==================== sprite_anim_renderer
`config.mk`:
```
export PLATFORM = sky130hd
export DESIGN_NAME = sprite_anim_renderer
export DESIGN_NICKNAME = d
export VERILOG_FILES = /design/src/rtl/sprite_pkg.sv /design/src/rtl/sprite_anim_ctrl.sv /design/src/rtl/sprite_anim_renderer.sv
export SDC_FILE = /design/constraint.sdc
export NUM_CORES = 1
export LEC_CHECK = 0
export ABC_AREA = 1
export CORE_ASPECT_RATIO = 1.5
export CORE_MARGIN = 8
export CORE_UTILIZATION = 49
export DETAILED_ROUTE_END_ITERATION = 7
export PLACE_DENSITY = 0.91
export SETUP_SLACK_MARGIN = 0.4
export SYNTH_ARGS = -nofsm -noshare
export SYNTH_HDL_FRONTEND = slang
export SYNTH_SLANG_ARGS = --single-unit
```
`constraint.sdc`:
```
create_clock -name vga_clk -period 5.3 [get_ports vga_clk]
set_clock_uncertainty 0.15 [all_clocks]
set_input_delay 0.53 -clock vga_clk [delete_from_list [all_inputs] [get_ports vga_clk]]
set_output_delay 0.53 -clock vga_clk [all_outputs]
set_load 0.05 [all_outputs]
```
`src/rtl/sprite_pkg.sv`:
```
// Shared types and constants for the sprite renderer slice.
package sprite_pkg;

    typedef enum logic [1:0] {
        IDLE,
        PLAY,
        HOLD_LAST
    } anim_state_t;

    localparam int SCREEN_W = 640;
    localparam int SCREEN_H = 480;

    typedef logic [9:0] coord_t;

endpackage

```
`src/rtl/sprite_anim_ctrl.sv`:
```
// Animation sequencer: steps through sprite frames once per video frame,
// holding each frame for FRAME_HOLD video frames.
module sprite_anim_ctrl
    import sprite_pkg::*;
#(
    parameter int NUM_FRAMES = 4,
    parameter int FRAME_HOLD = 8,
    parameter int FRAME_W    = (NUM_FRAMES > 1) ? $clog2(NUM_FRAMES) : 1
) (
    input  logic               clk,
    input  logic               srst,
    input  logic               frame_start_i,
    input  logic               anim_play_i,
    input  logic               anim_loop_i,
    input  logic               anim_restart_i,
    output logic [FRAME_W-1:0] anim_frame_o,
    output logic               anim_done_o
);

    localparam int HOLD_W = (FRAME_HOLD > 1) ? $clog2(FRAME_HOLD) : 1;
    localparam logic [HOLD_W-1:0]  HOLD_MAX   = HOLD_W'(FRAME_HOLD - 1);
    localparam logic [FRAME_W-1:0] LAST_FRAME = FRAME_W'(NUM_FRAMES - 1);

    anim_state_t        state_q, state_d;
    logic [HOLD_W-1:0]  hold_q, hold_d;
    logic [FRAME_W-1:0] frame_q, frame_d;
    logic               done_q, done_d;
    logic               step;

    always_ff @(posedge clk) begin
        if (srst) begin
            state_q <= IDLE;
            hold_q  <= '0;
            frame_q <= '0;
            done_q  <= 1'b0;
        end else begin
            state_q <= state_d;
            hold_q  <= hold_d;
            frame_q <= frame_d;
            done_q  <= done_d;
        end
    end

    // Leaving IDLE counts as a played video frame, so playback starts on
    // the same frame_start that sees anim_play.
    always_comb begin
        state_d = state_q;
        hold_d  = hold_q;
        frame_d = frame_q;
        done_d  = 1'b0;
        step    = 1'b0;
        if (anim_restart_i) begin
            frame_d = '0;
            hold_d  = '0;
            state_d = anim_play_i ? PLAY : IDLE;
        end else if (frame_start_i) begin
            case (state_q)
                IDLE: begin
                    if (anim_play_i) begin
                        state_d = PLAY;
                        step    = 1'b1;
                    end
                end
                PLAY: begin
                    if (anim_play_i) step = 1'b1;
                    else             state_d = IDLE;
                end
                HOLD_LAST: state_d = HOLD_LAST;
                default:   state_d = IDLE;
            endcase
            if (step) begin
                if (hold_q == HOLD_MAX) begin
                    hold_d = '0;
                    if (frame_q == LAST_FRAME) begin
                        done_d = 1'b1;
                        if (anim_loop_i) frame_d = '0;
                        else             state_d = HOLD_LAST;
                    end else begin
                        frame_d = frame_q + 1'b1;
                    end
                end else begin
                    hold_d = hold_q + 1'b1;
                end
            end
        end
    end

    assign anim_frame_o = frame_q;
    assign anim_done_o  = done_q;

endmodule

```
`src/rtl/sprite_anim_renderer.sv`:
```
// Single-sprite renderer: hit test, texel addressing into a synchronous ROM,
// and a two-stage pipeline producing a palette index plus opaque-hit flag.
module sprite_anim_renderer
    import sprite_pkg::*;
#(
    parameter int SPR_W       = 64,
    parameter int SPR_H       = 64,
    parameter int NUM_FRAMES  = 4,
    parameter int FRAME_HOLD  = 8,
    parameter int SCALE_SHIFT = 0,
    parameter int IDX_W       = 4,
    parameter int TRANSP_IDX  = 0,
    parameter int ADDR_W      = $clog2(NUM_FRAMES * SPR_W * SPR_H),
    parameter int FRAME_W     = (NUM_FRAMES > 1) ? $clog2(NUM_FRAMES) : 1
) (
    input  logic               vga_clk,
    input  logic               reset,
    input  coord_t             DrawX,
    input  coord_t             DrawY,
    input  logic               blank,
    input  logic               frame_start,
    input  coord_t             pos_x,
    input  coord_t             pos_y,
    input  logic               flip_h,
    input  logic               anim_play,
    input  logic               anim_loop,
    input  logic               anim_restart,
    output logic [ADDR_W-1:0]  rom_address,
    input  logic [IDX_W-1:0]   rom_q,
    output logic [IDX_W-1:0]   pix_index,
    output logic               pix_hit,
    output logic [FRAME_W-1:0] anim_frame,
    output logic               anim_done
);

    localparam int LX_W = (SPR_W > 1) ? $clog2(SPR_W) : 1;
    localparam int LY_W = (SPR_H > 1) ? $clog2(SPR_H) : 1;
    localparam logic [10:0] EXT_W = 11'(SPR_W << SCALE_SHIFT);
    localparam logic [10:0] EXT_H = 11'(SPR_H << SCALE_SHIFT);

    coord_t            sx_q, sy_q;
    logic              flip_q;
    logic              hit_d1_q;
    logic [IDX_W-1:0]  pix_index_q;
    logic              pix_hit_q;

    logic [10:0]       dx, dy;
    logic              hit;
    logic [LX_W-1:0]   lx_raw, lx;
    logic [LY_W-1:0]   ly;
    logic [ADDR_W-1:0] texel_addr;

    sprite_anim_ctrl #(
        .NUM_FRAMES (NUM_FRAMES),
        .FRAME_HOLD (FRAME_HOLD),
        .FRAME_W    (FRAME_W)
    ) u_ctrl (
        .clk            (vga_clk),
        .srst           (reset),
        .frame_start_i  (frame_start),
        .anim_play_i    (anim_play),
        .anim_loop_i    (anim_loop),
        .anim_restart_i (anim_restart),
        .anim_frame_o   (anim_frame),
        .anim_done_o    (anim_done)
    );

    // Bit 10 of the zero-extended difference is the borrow, i.e. DrawX < sx.
    assign dx  = {1'b0, DrawX} - {1'b0, sx_q};
    assign dy  = {1'b0, DrawY} - {1'b0, sy_q};
    assign hit = !dx[10] && !dy[10] && (dx < EXT_W) && (dy < EXT_H);

    assign lx_raw = LX_W'(dx >> SCALE_SHIFT);
    assign ly     = LY_W'(dy >> SCALE_SHIFT);
    assign lx     = flip_q ? (LX_W'(SPR_W - 1) - lx_raw) : lx_raw;

    assign texel_addr = ADDR_W'(anim_frame) * ADDR_W'(SPR_W * SPR_H)
                      + ADDR_W'(ly) * ADDR_W'(SPR_W)
                      + ADDR_W'(lx);
    assign rom_address = hit ? texel_addr : '0;

    always_ff @(posedge vga_clk) begin
        if (reset) begin
            sx_q        <= '0;
            sy_q        <= '0;
            flip_q      <= 1'b0;
            hit_d1_q    <= 1'b0;
            pix_index_q <= '0;
            pix_hit_q   <= 1'b0;
        end else begin
            if (frame_start) begin
                sx_q   <= pos_x;
                sy_q   <= pos_y;
                flip_q <= flip_h;
            end
            hit_d1_q    <= hit & blank;
            pix_index_q <= rom_q;
            pix_hit_q   <= hit_d1_q && (rom_q != IDX_W'(TRANSP_IDX));
        end
    end

    assign pix_index = pix_index_q;
    assign pix_hit   = pix_hit_q;

endmodule

```
sprite_anim_renderer, the metal 1 layer:
The bar under the picture is 20 microns long. Supply wires on this layer in grey.
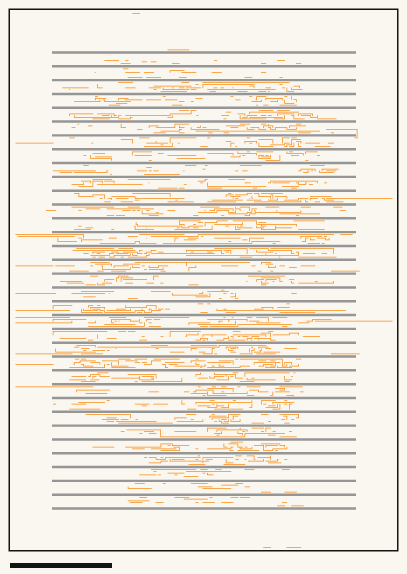
- nets with wire on the layer: 498
- share of all routed wire: 38%
- main direction: horizontal
- wire length on this layer: 2670 microns
- longest straight run: 26.7 microns

==> results.tsv <==
metric	value	unit
Synth cell types	33	
critical path depth	15	
PortBufs	73	
final max-slew violation count	0	
Pwr per Cell Area	212.0	nW/um^2
Fin. Hold Viols	0	
run status	completed	
fin cells	537	
Tot GR Track Use	17.39	%
multi-input gates	277	
Avg WL per Cell	13.07	microns
total grt overflow	0	
Worst Hold Slack	0.2856	ns
pre-CTS setup slack	1.048	ns
Worst Tran Pin Value	1.006	ns
Layout clock buffers	6	
ratio of cells with drive above 1 in the final layout	7.709	%
# IOs	74	
simple share	31.67	%
sprite_anim_renderer, metal 2:
The bar under the picture is 20 microns long.
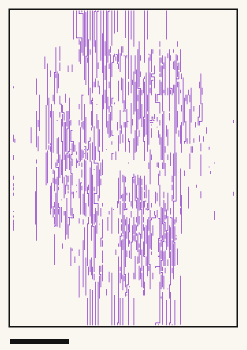
- longest straight run: 39.2 microns
- wire length on this layer: 3670 microns


==================== cache_miss_fsm_flat
<file path="config.mk">
export PLATFORM = sky130hd
export DESIGN_NAME = cache_miss_fsm_flat
export DESIGN_NICKNAME = d
export VERILOG_FILES = /design/src/rtl/cache_miss_fsm_if.sv /design/src/rtl/cache_miss_fsm.sv /design/src/flat_wrapper.sv
export SDC_FILE = /design/constraint.sdc
export NUM_CORES = 1
export LEC_CHECK = 0
export CAP_MARGIN = 20
export CORE_MARGIN = 1
export CORE_UTILIZATION = 37
export CTS_CLUSTER_DIAMETER = 150
export DETAILED_ROUTE_END_ITERATION = 10
export PLACE_DENSITY = 0.91
export RECOVER_POWER = 50
export SLEW_MARGIN = 25
export SYNTH_ARGS = -nofsm -noshare
export SYNTH_HDL_FRONTEND = slang
export SYNTH_SLANG_ARGS = --single-unit
</file>
<file path="constraint.sdc">
create_clock -name clk -period 2.2 [get_ports clk]
set_input_delay 0.55 -clock clk [delete_from_list [all_inputs] [get_ports clk]]
set_output_delay 0.55 -clock clk [all_outputs]
set_load 0.01 [all_outputs]
</file>
<file path="src/rtl/cache_miss_fsm_if.sv">
// rtl/cache_miss_fsm_if.sv - AXI4-Lite write/read channels between the miss handler and memory
interface cache_miss_fsm_if;
    logic [31:0] m_awaddr;
    logic        m_awvalid;
    logic        m_awready;
    logic [31:0] m_wdata;
    logic [3:0]  m_wstrb;
    logic        m_wvalid;
    logic        m_wready;
    logic [1:0]  m_bresp;
    logic        m_bvalid;
    logic        m_bready;
    logic [31:0] m_araddr;
    logic        m_arvalid;
    logic        m_arready;
    logic [31:0] m_rdata;
    logic [1:0]  m_rresp;
    logic        m_rvalid;
    logic        m_rready;

    modport master (
        output m_awaddr, m_awvalid, m_wdata, m_wstrb, m_wvalid, m_bready,
        output m_araddr, m_arvalid, m_rready,
        input  m_awready, m_wready, m_bresp, m_bvalid, m_arready, m_rdata, m_rresp, m_rvalid
    );

    modport slave (
        input  m_awaddr, m_awvalid, m_wdata, m_wstrb, m_wvalid, m_bready,
        input  m_araddr, m_arvalid, m_rready,
        output m_awready, m_wready, m_bresp, m_bvalid, m_arready, m_rdata, m_rresp, m_rvalid
    );
endinterface

</file>
<file path="src/rtl/cache_miss_fsm.sv">
// rtl/cache_miss_fsm.sv - data cache miss handler: dirty victim write-back, word fetch, install pulse
module cache_miss_fsm #(
    parameter int LOAD_opcode  = 11,
    parameter int STORE_opcode = 12,
    parameter int opcode_width = 5,
    parameter int tag_width    = 18,
    parameter int index_width  = 10,
    parameter int offset_width = 4,
    parameter int total_width  = 32,
    parameter int N            = 4
) (
    input  logic                    clk,
    input  logic                    reset,
    input  logic                    req_valid_i,
    input  logic                    hit_i,
    input  logic [opcode_width-1:0] opcode_i,
    input  logic [total_width-1:0]  address_i,
    input  logic                    victim_valid_i,
    input  logic                    victim_dirty_i,
    input  logic [tag_width-1:0]    victim_tag_i,
    input  logic [total_width-1:0]  victim_data_i,
    output logic                    stall_o,
    output logic                    sel_o,
    output logic                    load_miss_o,
    output logic                    array_we_o,
    output logic [total_width-1:0]  axi_data_reg_o,
    output logic                    err_o,
    cache_miss_fsm_if.master        m
);

    if (N < 1) begin : g_bad_assoc
    end

    typedef enum logic [2:0] {IDLE, WB, WB_B, RD_A, RD_D, UPD} state_t;

    state_t                             state_q, state_d;
    logic [total_width-1:offset_width]  addr_q, addr_d;
    logic                               is_load_q, is_load_d;
    logic [tag_width-1:0]               vtag_q, vtag_d;
    logic [total_width-1:0]             vdata_q, vdata_d;
    logic                               aw_done_q, aw_done_d;
    logic                               w_done_q, w_done_d;
    logic [total_width-1:0]             data_q, data_d;
    logic                               err_q, err_d;
    logic                               stall_q, stall_d;
    logic                               upd_q, upd_d;
    logic                               load_miss_q, load_miss_d;
    logic                               awvalid_q, awvalid_d;
    logic                               wvalid_q, wvalid_d;
    logic                               bready_q, bready_d;
    logic                               arvalid_q, arvalid_d;
    logic                               rready_q, rready_d;

    logic is_mem_op;
    logic miss;
    logic wb_needed;

    assign is_mem_op = (opcode_i == opcode_width'(LOAD_opcode)) ||
                       (opcode_i == opcode_width'(STORE_opcode));
    assign miss      = req_valid_i && !hit_i && is_mem_op;
    assign wb_needed = victim_valid_i && victim_dirty_i;

    always_comb begin
        state_d   = state_q;
        addr_d    = addr_q;
        is_load_d = is_load_q;
        vtag_d    = vtag_q;
        vdata_d   = vdata_q;
        aw_done_d = aw_done_q;
        w_done_d  = w_done_q;
        data_d    = data_q;
        err_d     = err_q;

        case (state_q)
            IDLE: begin
                if (miss) begin
                    addr_d    = address_i[total_width-1:offset_width];
                    is_load_d = (opcode_i == opcode_width'(LOAD_opcode));
                    vtag_d    = victim_tag_i;
                    vdata_d   = victim_data_i;
                    aw_done_d = 1'b0;
                    w_done_d  = 1'b0;
                    state_d   = wb_needed ? WB : RD_A;
                end
            end
            WB: begin
                // AW and W complete independently; each valid drops once its own beat is taken
                if (m.m_awready) aw_done_d = 1'b1;
                if (m.m_wready)  w_done_d  = 1'b1;
                if (aw_done_d && w_done_d) state_d = WB_B;
            end
            WB_B: begin
                if (m.m_bvalid) begin
                    if (m.m_bresp != 2'b00) err_d = 1'b1;
                    state_d = RD_A;
                end
            end
            RD_A: begin
                if (m.m_arready) state_d = RD_D;
            end
            RD_D: begin
                if (m.m_rvalid) begin
                    data_d = m.m_rdata;
                    if (m.m_rresp != 2'b00) err_d = 1'b1;
                    state_d = UPD;
                end
            end
            UPD:     state_d = IDLE;
            default: state_d = IDLE;
        endcase

        // Outputs are decoded from the next state so they are registered alongside it
        stall_d     = (state_d != IDLE);
        upd_d       = (state_d == UPD);
        load_miss_d = (state_d == UPD) && is_load_d;
        awvalid_d   = (state_d == WB) && !aw_done_d;
        wvalid_d    = (state_d == WB) && !w_done_d;
        bready_d    = (state_d == WB_B);
        arvalid_d   = (state_d == RD_A);
        rready_d    = (state_d == RD_D);
    end

    always_ff @(posedge clk) begin
        if (reset) begin
            state_q     <= IDLE;
            addr_q      <= '0;
            is_load_q   <= 1'b0;
            vtag_q      <= '0;
            vdata_q     <= '0;
            aw_done_q   <= 1'b0;
            w_done_q    <= 1'b0;
            data_q      <= '0;
            err_q       <= 1'b0;
            stall_q     <= 1'b0;
            upd_q       <= 1'b0;
            load_miss_q <= 1'b0;
            awvalid_q   <= 1'b0;
            wvalid_q    <= 1'b0;
            bready_q    <= 1'b0;
            arvalid_q   <= 1'b0;
            rready_q    <= 1'b0;
        end else begin
            state_q     <= state_d;
            addr_q      <= addr_d;
            is_load_q   <= is_load_d;
            vtag_q      <= vtag_d;
            vdata_q     <= vdata_d;
            aw_done_q   <= aw_done_d;
            w_done_q    <= w_done_d;
            data_q      <= data_d;
            err_q       <= err_d;
            stall_q     <= stall_d;
            upd_q       <= upd_d;
            load_miss_q <= load_miss_d;
            awvalid_q   <= awvalid_d;
            wvalid_q    <= wvalid_d;
            bready_q    <= bready_d;
            arvalid_q   <= arvalid_d;
            rready_q    <= rready_d;
        end
    end

    assign stall_o        = stall_q;
    assign sel_o          = upd_q;
    assign array_we_o     = upd_q;
    assign load_miss_o    = load_miss_q;
    assign axi_data_reg_o = data_q;
    assign err_o          = err_q;

    assign m.m_awaddr  = {vtag_q, addr_q[offset_width+index_width-1:offset_width], {offset_width{1'b0}}};
    assign m.m_awvalid = awvalid_q;
    assign m.m_wdata   = vdata_q;
    assign m.m_wstrb   = wvalid_q ? 4'hF : 4'h0;
    assign m.m_wvalid  = wvalid_q;
    assign m.m_bready  = bready_q;
    assign m.m_araddr  = {addr_q, {offset_width{1'b0}}};
    assign m.m_arvalid = arvalid_q;
    assign m.m_rready  = rready_q;

endmodule

</file>
<file path="src/flat_wrapper.sv">
// flat-port wrapper written by rule: the top's interface ports become plain ports
module cache_miss_fsm_flat 
#(
    parameter int LOAD_opcode  = 11,
    parameter int STORE_opcode = 12,
    parameter int opcode_width = 5,
    parameter int tag_width    = 18,
    parameter int index_width  = 10,
    parameter int offset_width = 4,
    parameter int total_width  = 32,
    parameter int N            = 4
)
  (clk, reset, req_valid_i, hit_i, opcode_i, address_i, victim_valid_i, victim_dirty_i, victim_tag_i, victim_data_i, stall_o, sel_o, load_miss_o, array_we_o, axi_data_reg_o, err_o, m_m_awaddr, m_m_awvalid, m_m_wdata, m_m_wstrb, m_m_wvalid, m_m_bready, m_m_araddr, m_m_arvalid, m_m_rready, m_m_awready, m_m_wready, m_m_bresp, m_m_bvalid, m_m_arready, m_m_rdata, m_m_rresp, m_m_rvalid);
  cache_miss_fsm_if m_i ();
  input  logic clk;
  input  logic reset;
  input  logic req_valid_i;
  input  logic hit_i;
  input  logic [opcode_width-1:0] opcode_i;
  input  logic [total_width-1:0] address_i;
  input  logic victim_valid_i;
  input  logic victim_dirty_i;
  input  logic [tag_width-1:0] victim_tag_i;
  input  logic [total_width-1:0] victim_data_i;
  output logic stall_o;
  output logic sel_o;
  output logic load_miss_o;
  output logic array_we_o;
  output logic [total_width-1:0] axi_data_reg_o;
  output logic err_o;
  output wire logic [$bits(m_i.m_awaddr)-1:0] m_m_awaddr;
  output wire logic [$bits(m_i.m_awvalid)-1:0] m_m_awvalid;
  output wire logic [$bits(m_i.m_wdata)-1:0] m_m_wdata;
  output wire logic [$bits(m_i.m_wstrb)-1:0] m_m_wstrb;
  output wire logic [$bits(m_i.m_wvalid)-1:0] m_m_wvalid;
  output wire logic [$bits(m_i.m_bready)-1:0] m_m_bready;
  output wire logic [$bits(m_i.m_araddr)-1:0] m_m_araddr;
  output wire logic [$bits(m_i.m_arvalid)-1:0] m_m_arvalid;
  output wire logic [$bits(m_i.m_rready)-1:0] m_m_rready;
  input wire logic [$bits(m_i.m_awready)-1:0] m_m_awready;
  input wire logic [$bits(m_i.m_wready)-1:0] m_m_wready;
  input wire logic [$bits(m_i.m_bresp)-1:0] m_m_bresp;
  input wire logic [$bits(m_i.m_bvalid)-1:0] m_m_bvalid;
  input wire logic [$bits(m_i.m_arready)-1:0] m_m_arready;
  input wire logic [$bits(m_i.m_rdata)-1:0] m_m_rdata;
  input wire logic [$bits(m_i.m_rresp)-1:0] m_m_rresp;
  input wire logic [$bits(m_i.m_rvalid)-1:0] m_m_rvalid;
  assign m_m_awaddr = m_i.m_awaddr;
  assign m_m_awvalid = m_i.m_awvalid;
  assign m_m_wdata = m_i.m_wdata;
  assign m_m_wstrb = m_i.m_wstrb;
  assign m_m_wvalid = m_i.m_wvalid;
  assign m_m_bready = m_i.m_bready;
  assign m_m_araddr = m_i.m_araddr;
  assign m_m_arvalid = m_i.m_arvalid;
  assign m_m_rready = m_i.m_rready;
  assign m_i.m_awready = m_m_awready;
  assign m_i.m_wready = m_m_wready;
  assign m_i.m_bresp = m_m_bresp;
  assign m_i.m_bvalid = m_m_bvalid;
  assign m_i.m_arready = m_m_arready;
  assign m_i.m_rdata = m_m_rdata;
  assign m_i.m_rresp = m_m_rresp;
  assign m_i.m_rvalid = m_m_rvalid;
  cache_miss_fsm #(.LOAD_opcode(LOAD_opcode), .STORE_opcode(STORE_opcode), .opcode_width(opcode_width), .tag_width(tag_width), .index_width(index_width), .offset_width(offset_width), .total_width(total_width), .N(N)) u_core (.clk(clk), .reset(reset), .req_valid_i(req_valid_i), .hit_i(hit_i), .opcode_i(opcode_i), .address_i(address_i), .victim_valid_i(victim_valid_i), .victim_dirty_i(victim_dirty_i), .victim_tag_i(victim_tag_i), .victim_data_i(victim_data_i), .stall_o(stall_o), .sel_o(sel_o), .load_miss_o(load_miss_o), .array_we_o(array_we_o), .axi_data_reg_o(axi_data_reg_o), .err_o(err_o), .m(m_i));
endmodule
</file>
cache_miss_fsm_flat, the metal 1 layer:
The bar under the picture is 20 microns long. Supply wires on this layer in grey.
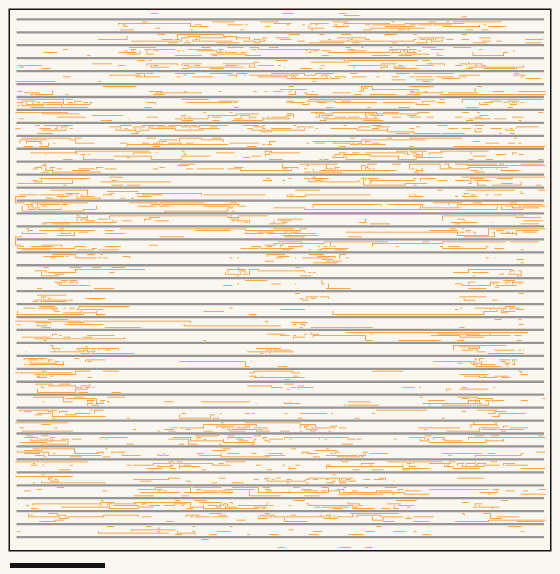
- share of all routed wire: 39%
- main direction: horizontal
- longest straight run: 40.5 microns
- wire length on this layer: 5390 microns
- nets with wire on the layer: 815
Post-Route WL: 13730 microns
met1 usage in global routing: 23.00%
Via Count: 4664

cache_miss_fsm_flat, metal 2:
The bar under the picture is 20 microns long.
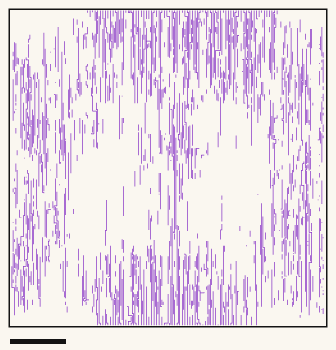
- wire length on this layer: 6860 microns
- longest straight run: 42.8 microns
- share of all routed wire: 50%

cache_miss_fsm_flat, metal 3:
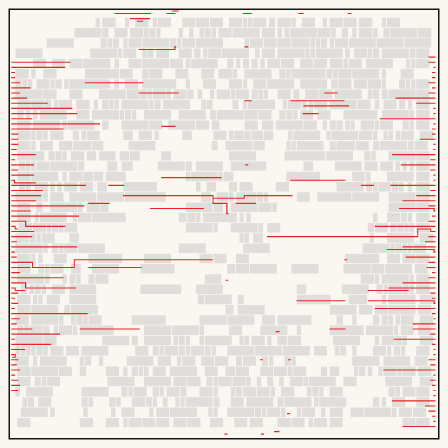
- nets with wire on the layer: 158
- longest straight run: 39.8 microns

==> results.tsv <==
metric	value	unit
Tot GR Track Use	21.44	%
met2 global-route usage	37.44	%
initial antenna violation count	0	
Clock Pin Slew Worst Setup and Hold Paths	0.05	ns
Tapcell Cnt	168	
Worst R2R Path Depth	6	
cycle use final	94.52	%
fin cells	1002	
Max-Cap Viols	0	
Worst Path Required	2.49	ns
Seq cells	125	
final setup margin	0.1205	ns
Non-clock inverters	1	
Seq share, synth	54.42	%
Max clock buf depth	2	
diode count	0	
CTS tree	built	
# Cells Yosys	570	
pre-CTS setup slack	-0.1434	ns
Worst Hold Class	flip-flop to flip-flop	
final setup fails	0	
Clock Latency Late Sink	0.41	ns
run status	completed	
Setup CP Type	primary input to flip-flop	
CP Buf/Inv Count	1	

==================== alu_result_display
alu_result_display, the metal 1 layer:
The bar under the picture is 20 microns long. Supply wires on this layer in grey.
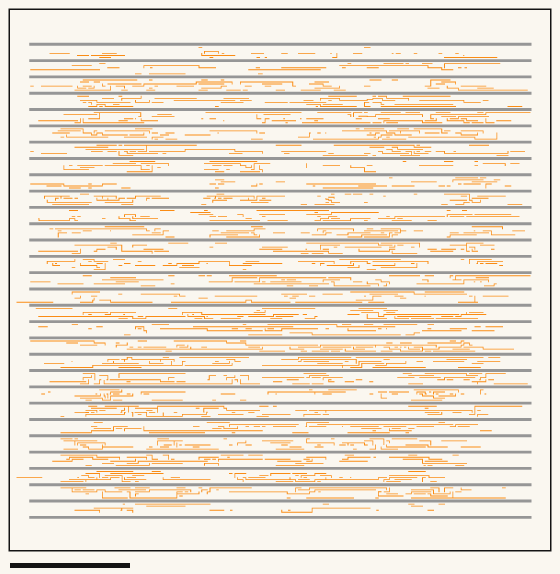
--- config.mk ---
export PLATFORM = sky130hd
export DESIGN_NAME = alu_result_display
export DESIGN_NICKNAME = d
export VERILOG_FILES = /design/src/rtl/alu_result_display.sv
export SDC_FILE = /design/constraint.sdc
export NUM_CORES = 1
export LEC_CHECK = 0
export CAP_MARGIN = 20
export CORE_MARGIN = 3
export CORE_UTILIZATION = 59
export DETAILED_ROUTE_END_ITERATION = 8
export GPL_TIMING_DRIVEN = 0
export PLACE_DENSITY_LB_ADDON = 0.08
export RECOVER_POWER = 50
export SYNTH_ARGS = -nofsm -noshare
export SYNTH_HDL_FRONTEND = slang
export SYNTH_SLANG_ARGS = --single-unit
export TNS_END_PERCENT = 30
--- constraint.sdc ---
create_clock -name clk -period 1.9 [get_ports clk]
set_input_delay 0.38 -clock clk [delete_from_list [all_inputs] [get_ports clk]]
set_output_delay 0.38 -clock clk [all_outputs]
set_load 0.01 [all_outputs]
--- src/rtl/alu_result_display.sv ---
// Converts a captured ALU result to sign plus three BCD digits by double-dabble
// and scans them onto a 4-digit multiplexed, active-low seven-segment display.
module alu_result_display #(
  parameter int REFRESH_DIV = 100000,
  parameter bit BLANK_LZ    = 1'b1
) (
  input  logic       clk,
  input  logic       rst,
  input  logic [7:0] result,
  input  logic       is_signed,
  input  logic       load,
  output logic       busy,
  output logic       done,
  output logic [3:0] an,
  output logic [6:0] seg
);

  localparam logic [1:0] IDLE   = 2'd0;
  localparam logic [1:0] SHIFT  = 2'd1;
  localparam logic [1:0] COMMIT = 2'd2;

  localparam int CW = (REFRESH_DIV > 1) ? $clog2(REFRESH_DIV) : 1;
  localparam logic [CW-1:0] REFRESH_MAX = CW'(REFRESH_DIV - 1);

  localparam logic [6:0] SEG_BLANK = 7'b1111111;
  localparam logic [6:0] SEG_DASH  = 7'b0111111;

  logic [1:0]    state;
  logic [2:0]    bitcnt;
  logic [11:0]   bcd;
  logic [11:0]   bcd_adj;
  logic [7:0]    mag;
  logic          neg;
  logic [7:0]    load_mag;
  logic          load_neg;
  logic [3:0]    hund;
  logic [3:0]    tens;
  logic [3:0]    ones;
  logic          disp_neg;
  logic [CW-1:0] refresh;
  logic [1:0]    scan_idx;

  function automatic logic [6:0] decode(input logic [3:0] d);
    case (d)
      4'd0:    decode = 7'b1000000;
      4'd1:    decode = 7'b1111001;
      4'd2:    decode = 7'b0100100;
      4'd3:    decode = 7'b0110000;
      4'd4:    decode = 7'b0011001;
      4'd5:    decode = 7'b0010010;
      4'd6:    decode = 7'b0000010;
      4'd7:    decode = 7'b1111000;
      4'd8:    decode = 7'b0000000;
      4'd9:    decode = 7'b0010000;
      default: decode = SEG_BLANK;
    endcase
  endfunction

  // Magnitude of the incoming result; 8'h80 signed maps to 128, which still fits 8 bits.
  always_comb begin
    load_neg = is_signed & result[7];
    load_mag = load_neg ? (~result + 8'd1) : result;
  end

  always_comb begin
    bcd_adj[3:0]  = (bcd[3:0]  >= 4'd5) ? bcd[3:0]  + 4'd3 : bcd[3:0];
    bcd_adj[7:4]  = (bcd[7:4]  >= 4'd5) ? bcd[7:4]  + 4'd3 : bcd[7:4];
    bcd_adj[11:8] = (bcd[11:8] >= 4'd5) ? bcd[11:8] + 4'd3 : bcd[11:8];
  end

  assign busy = (state != IDLE);

  // Conversion FSM; display registers only change on the COMMIT edge so digits update atomically.
  always_ff @(posedge clk) begin
    if (rst) begin
      state    <= IDLE;
      bitcnt   <= 3'd0;
      bcd      <= 12'd0;
      mag      <= 8'd0;
      neg      <= 1'b0;
      done     <= 1'b0;
      hund     <= 4'd0;
      tens     <= 4'd0;
      ones     <= 4'd0;
      disp_neg <= 1'b0;
    end else begin
      done <= 1'b0;
      case (state)
        IDLE: begin
          if (load) begin
            mag    <= load_mag;
            neg    <= load_neg;
            bcd    <= 12'd0;
            bitcnt <= 3'd0;
            state  <= SHIFT;
          end
        end
        SHIFT: begin
          {bcd, mag} <= {bcd_adj[10:0], mag, 1'b0};
          bitcnt     <= bitcnt + 3'd1;
          if (bitcnt == 3'd7) state <= COMMIT;
        end
        COMMIT: begin
          hund     <= bcd[11:8];
          tens     <= bcd[7:4];
          ones     <= bcd[3:0];
          disp_neg <= neg;
          done     <= 1'b1;
          state    <= IDLE;
        end
        default: state <= IDLE;
      endcase
    end
  end

  // Free-running digit scan, independent of the conversion FSM.
  always_ff @(posedge clk) begin
    if (rst) begin
      refresh  <= '0;
      scan_idx <= 2'd0;
    end else if (refresh == REFRESH_MAX) begin
      refresh  <= '0;
      scan_idx <= scan_idx + 2'd1;
    end else begin
      refresh <= refresh + 1'b1;
    end
  end

  assign an = ~(4'b0001 << scan_idx);

  always_comb begin
    seg = SEG_BLANK;
    case (scan_idx)
      2'd0: seg = decode(ones);
      2'd1: seg = (BLANK_LZ && hund == 4'd0 && tens == 4'd0) ? SEG_BLANK : decode(tens);
      2'd2: seg = (BLANK_LZ && hund == 4'd0) ? SEG_BLANK : decode(hund);
      2'd3: seg = disp_neg ? SEG_DASH : SEG_BLANK;
      default: seg = SEG_BLANK;
    endcase
  end

endmodule
==> results.tsv <==
metric	value	unit
floorplan net count	495	
run status	finished, violations left	
Sum Neg Setup Slack	-0.9117	ns
met1 usage in global routing	26.80	%
met2 wire len	4452	microns
diode count	0	
Worst Hold Slack	0.4710	ns
fin cells	591	
Site Rows	29	
Clock Pin Slew Worst Setup and Hold Paths	0.08	ns
setup fix buffers added after clock tree synthesis	3	
Die Span Y	90.04	microns
Synth area leader	dfxtp_1	
final setup fails	10	
WL met1	3900	microns
CP Buf/Inv Count	1	
placed instance count	570	
Max-Cap Viols	0	
final setup margin	-0.2016	ns
CP peak stage delay	0.34	ns
Die W	90.04	microns
Worst R2R Path Depth	6	
failing checks	negative setup slack	
initial antenna violation count	0	
critical path depth	5	
Top class by area	logic gates	
crit path cell chain	nor4_4 > and2_4 > o21ai_2 > a32oi_1 > buf_2	
Pwr per Cell Area	701.9	nW/um^2
post-place instance area	4523	sq um
logic area	2432	sq um
Notes on 'the metal 1 layer' of alu_result_display above:
- share of all routed wire: 44%
- nets with wire on the layer: 487
- main direction: horizontal
- longest straight run: 27.1 microns
- wire length on this layer: 3900 microns



==> notes/layouts.md <==
Pictures saved along the way, in no particular order.

The metal 4 layer.
The bar under the picture is 20 microns long. Supply wires on this layer in grey.
picture 1
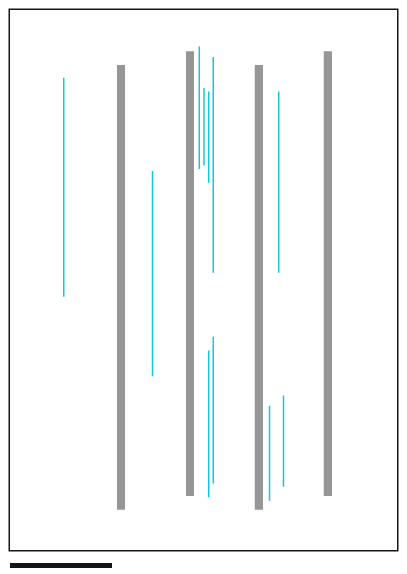
picture 2
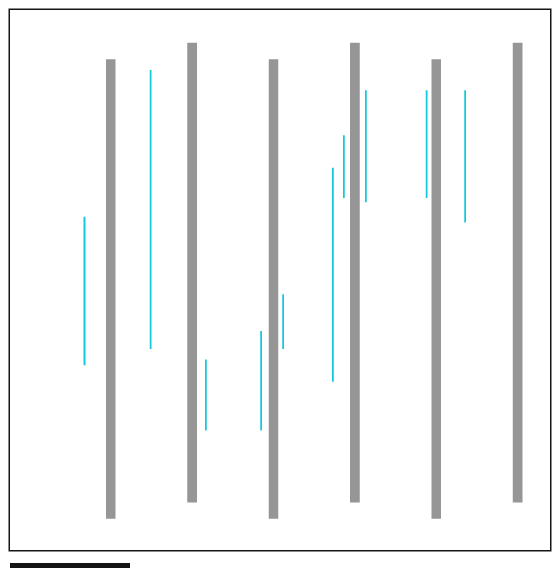
picture 3
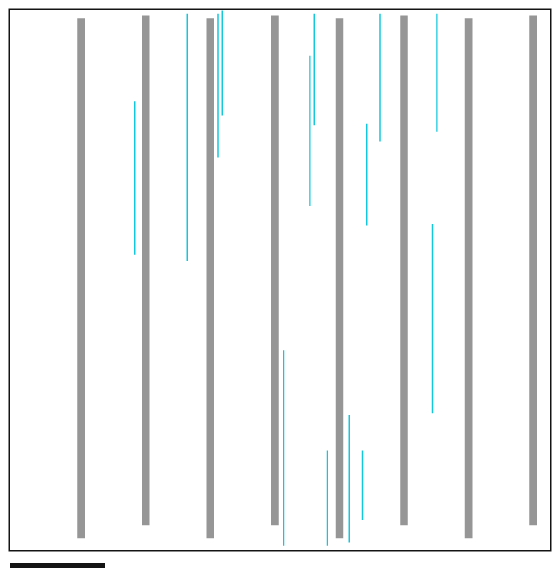
The one with the largest die is picture 3.
| from | picture |
|---|---|
| cache_miss_fsm_flat | picture 3 |
| alu_result_display | picture 2 |
| sprite_anim_renderer | picture 1 |

Key to picture 2:
- wire length on this layer: 211 microns
- main direction: vertical
- nets with wire on the layer: 8
- longest straight run: 46.2 microns

Power and IR drop assume default switching activity.
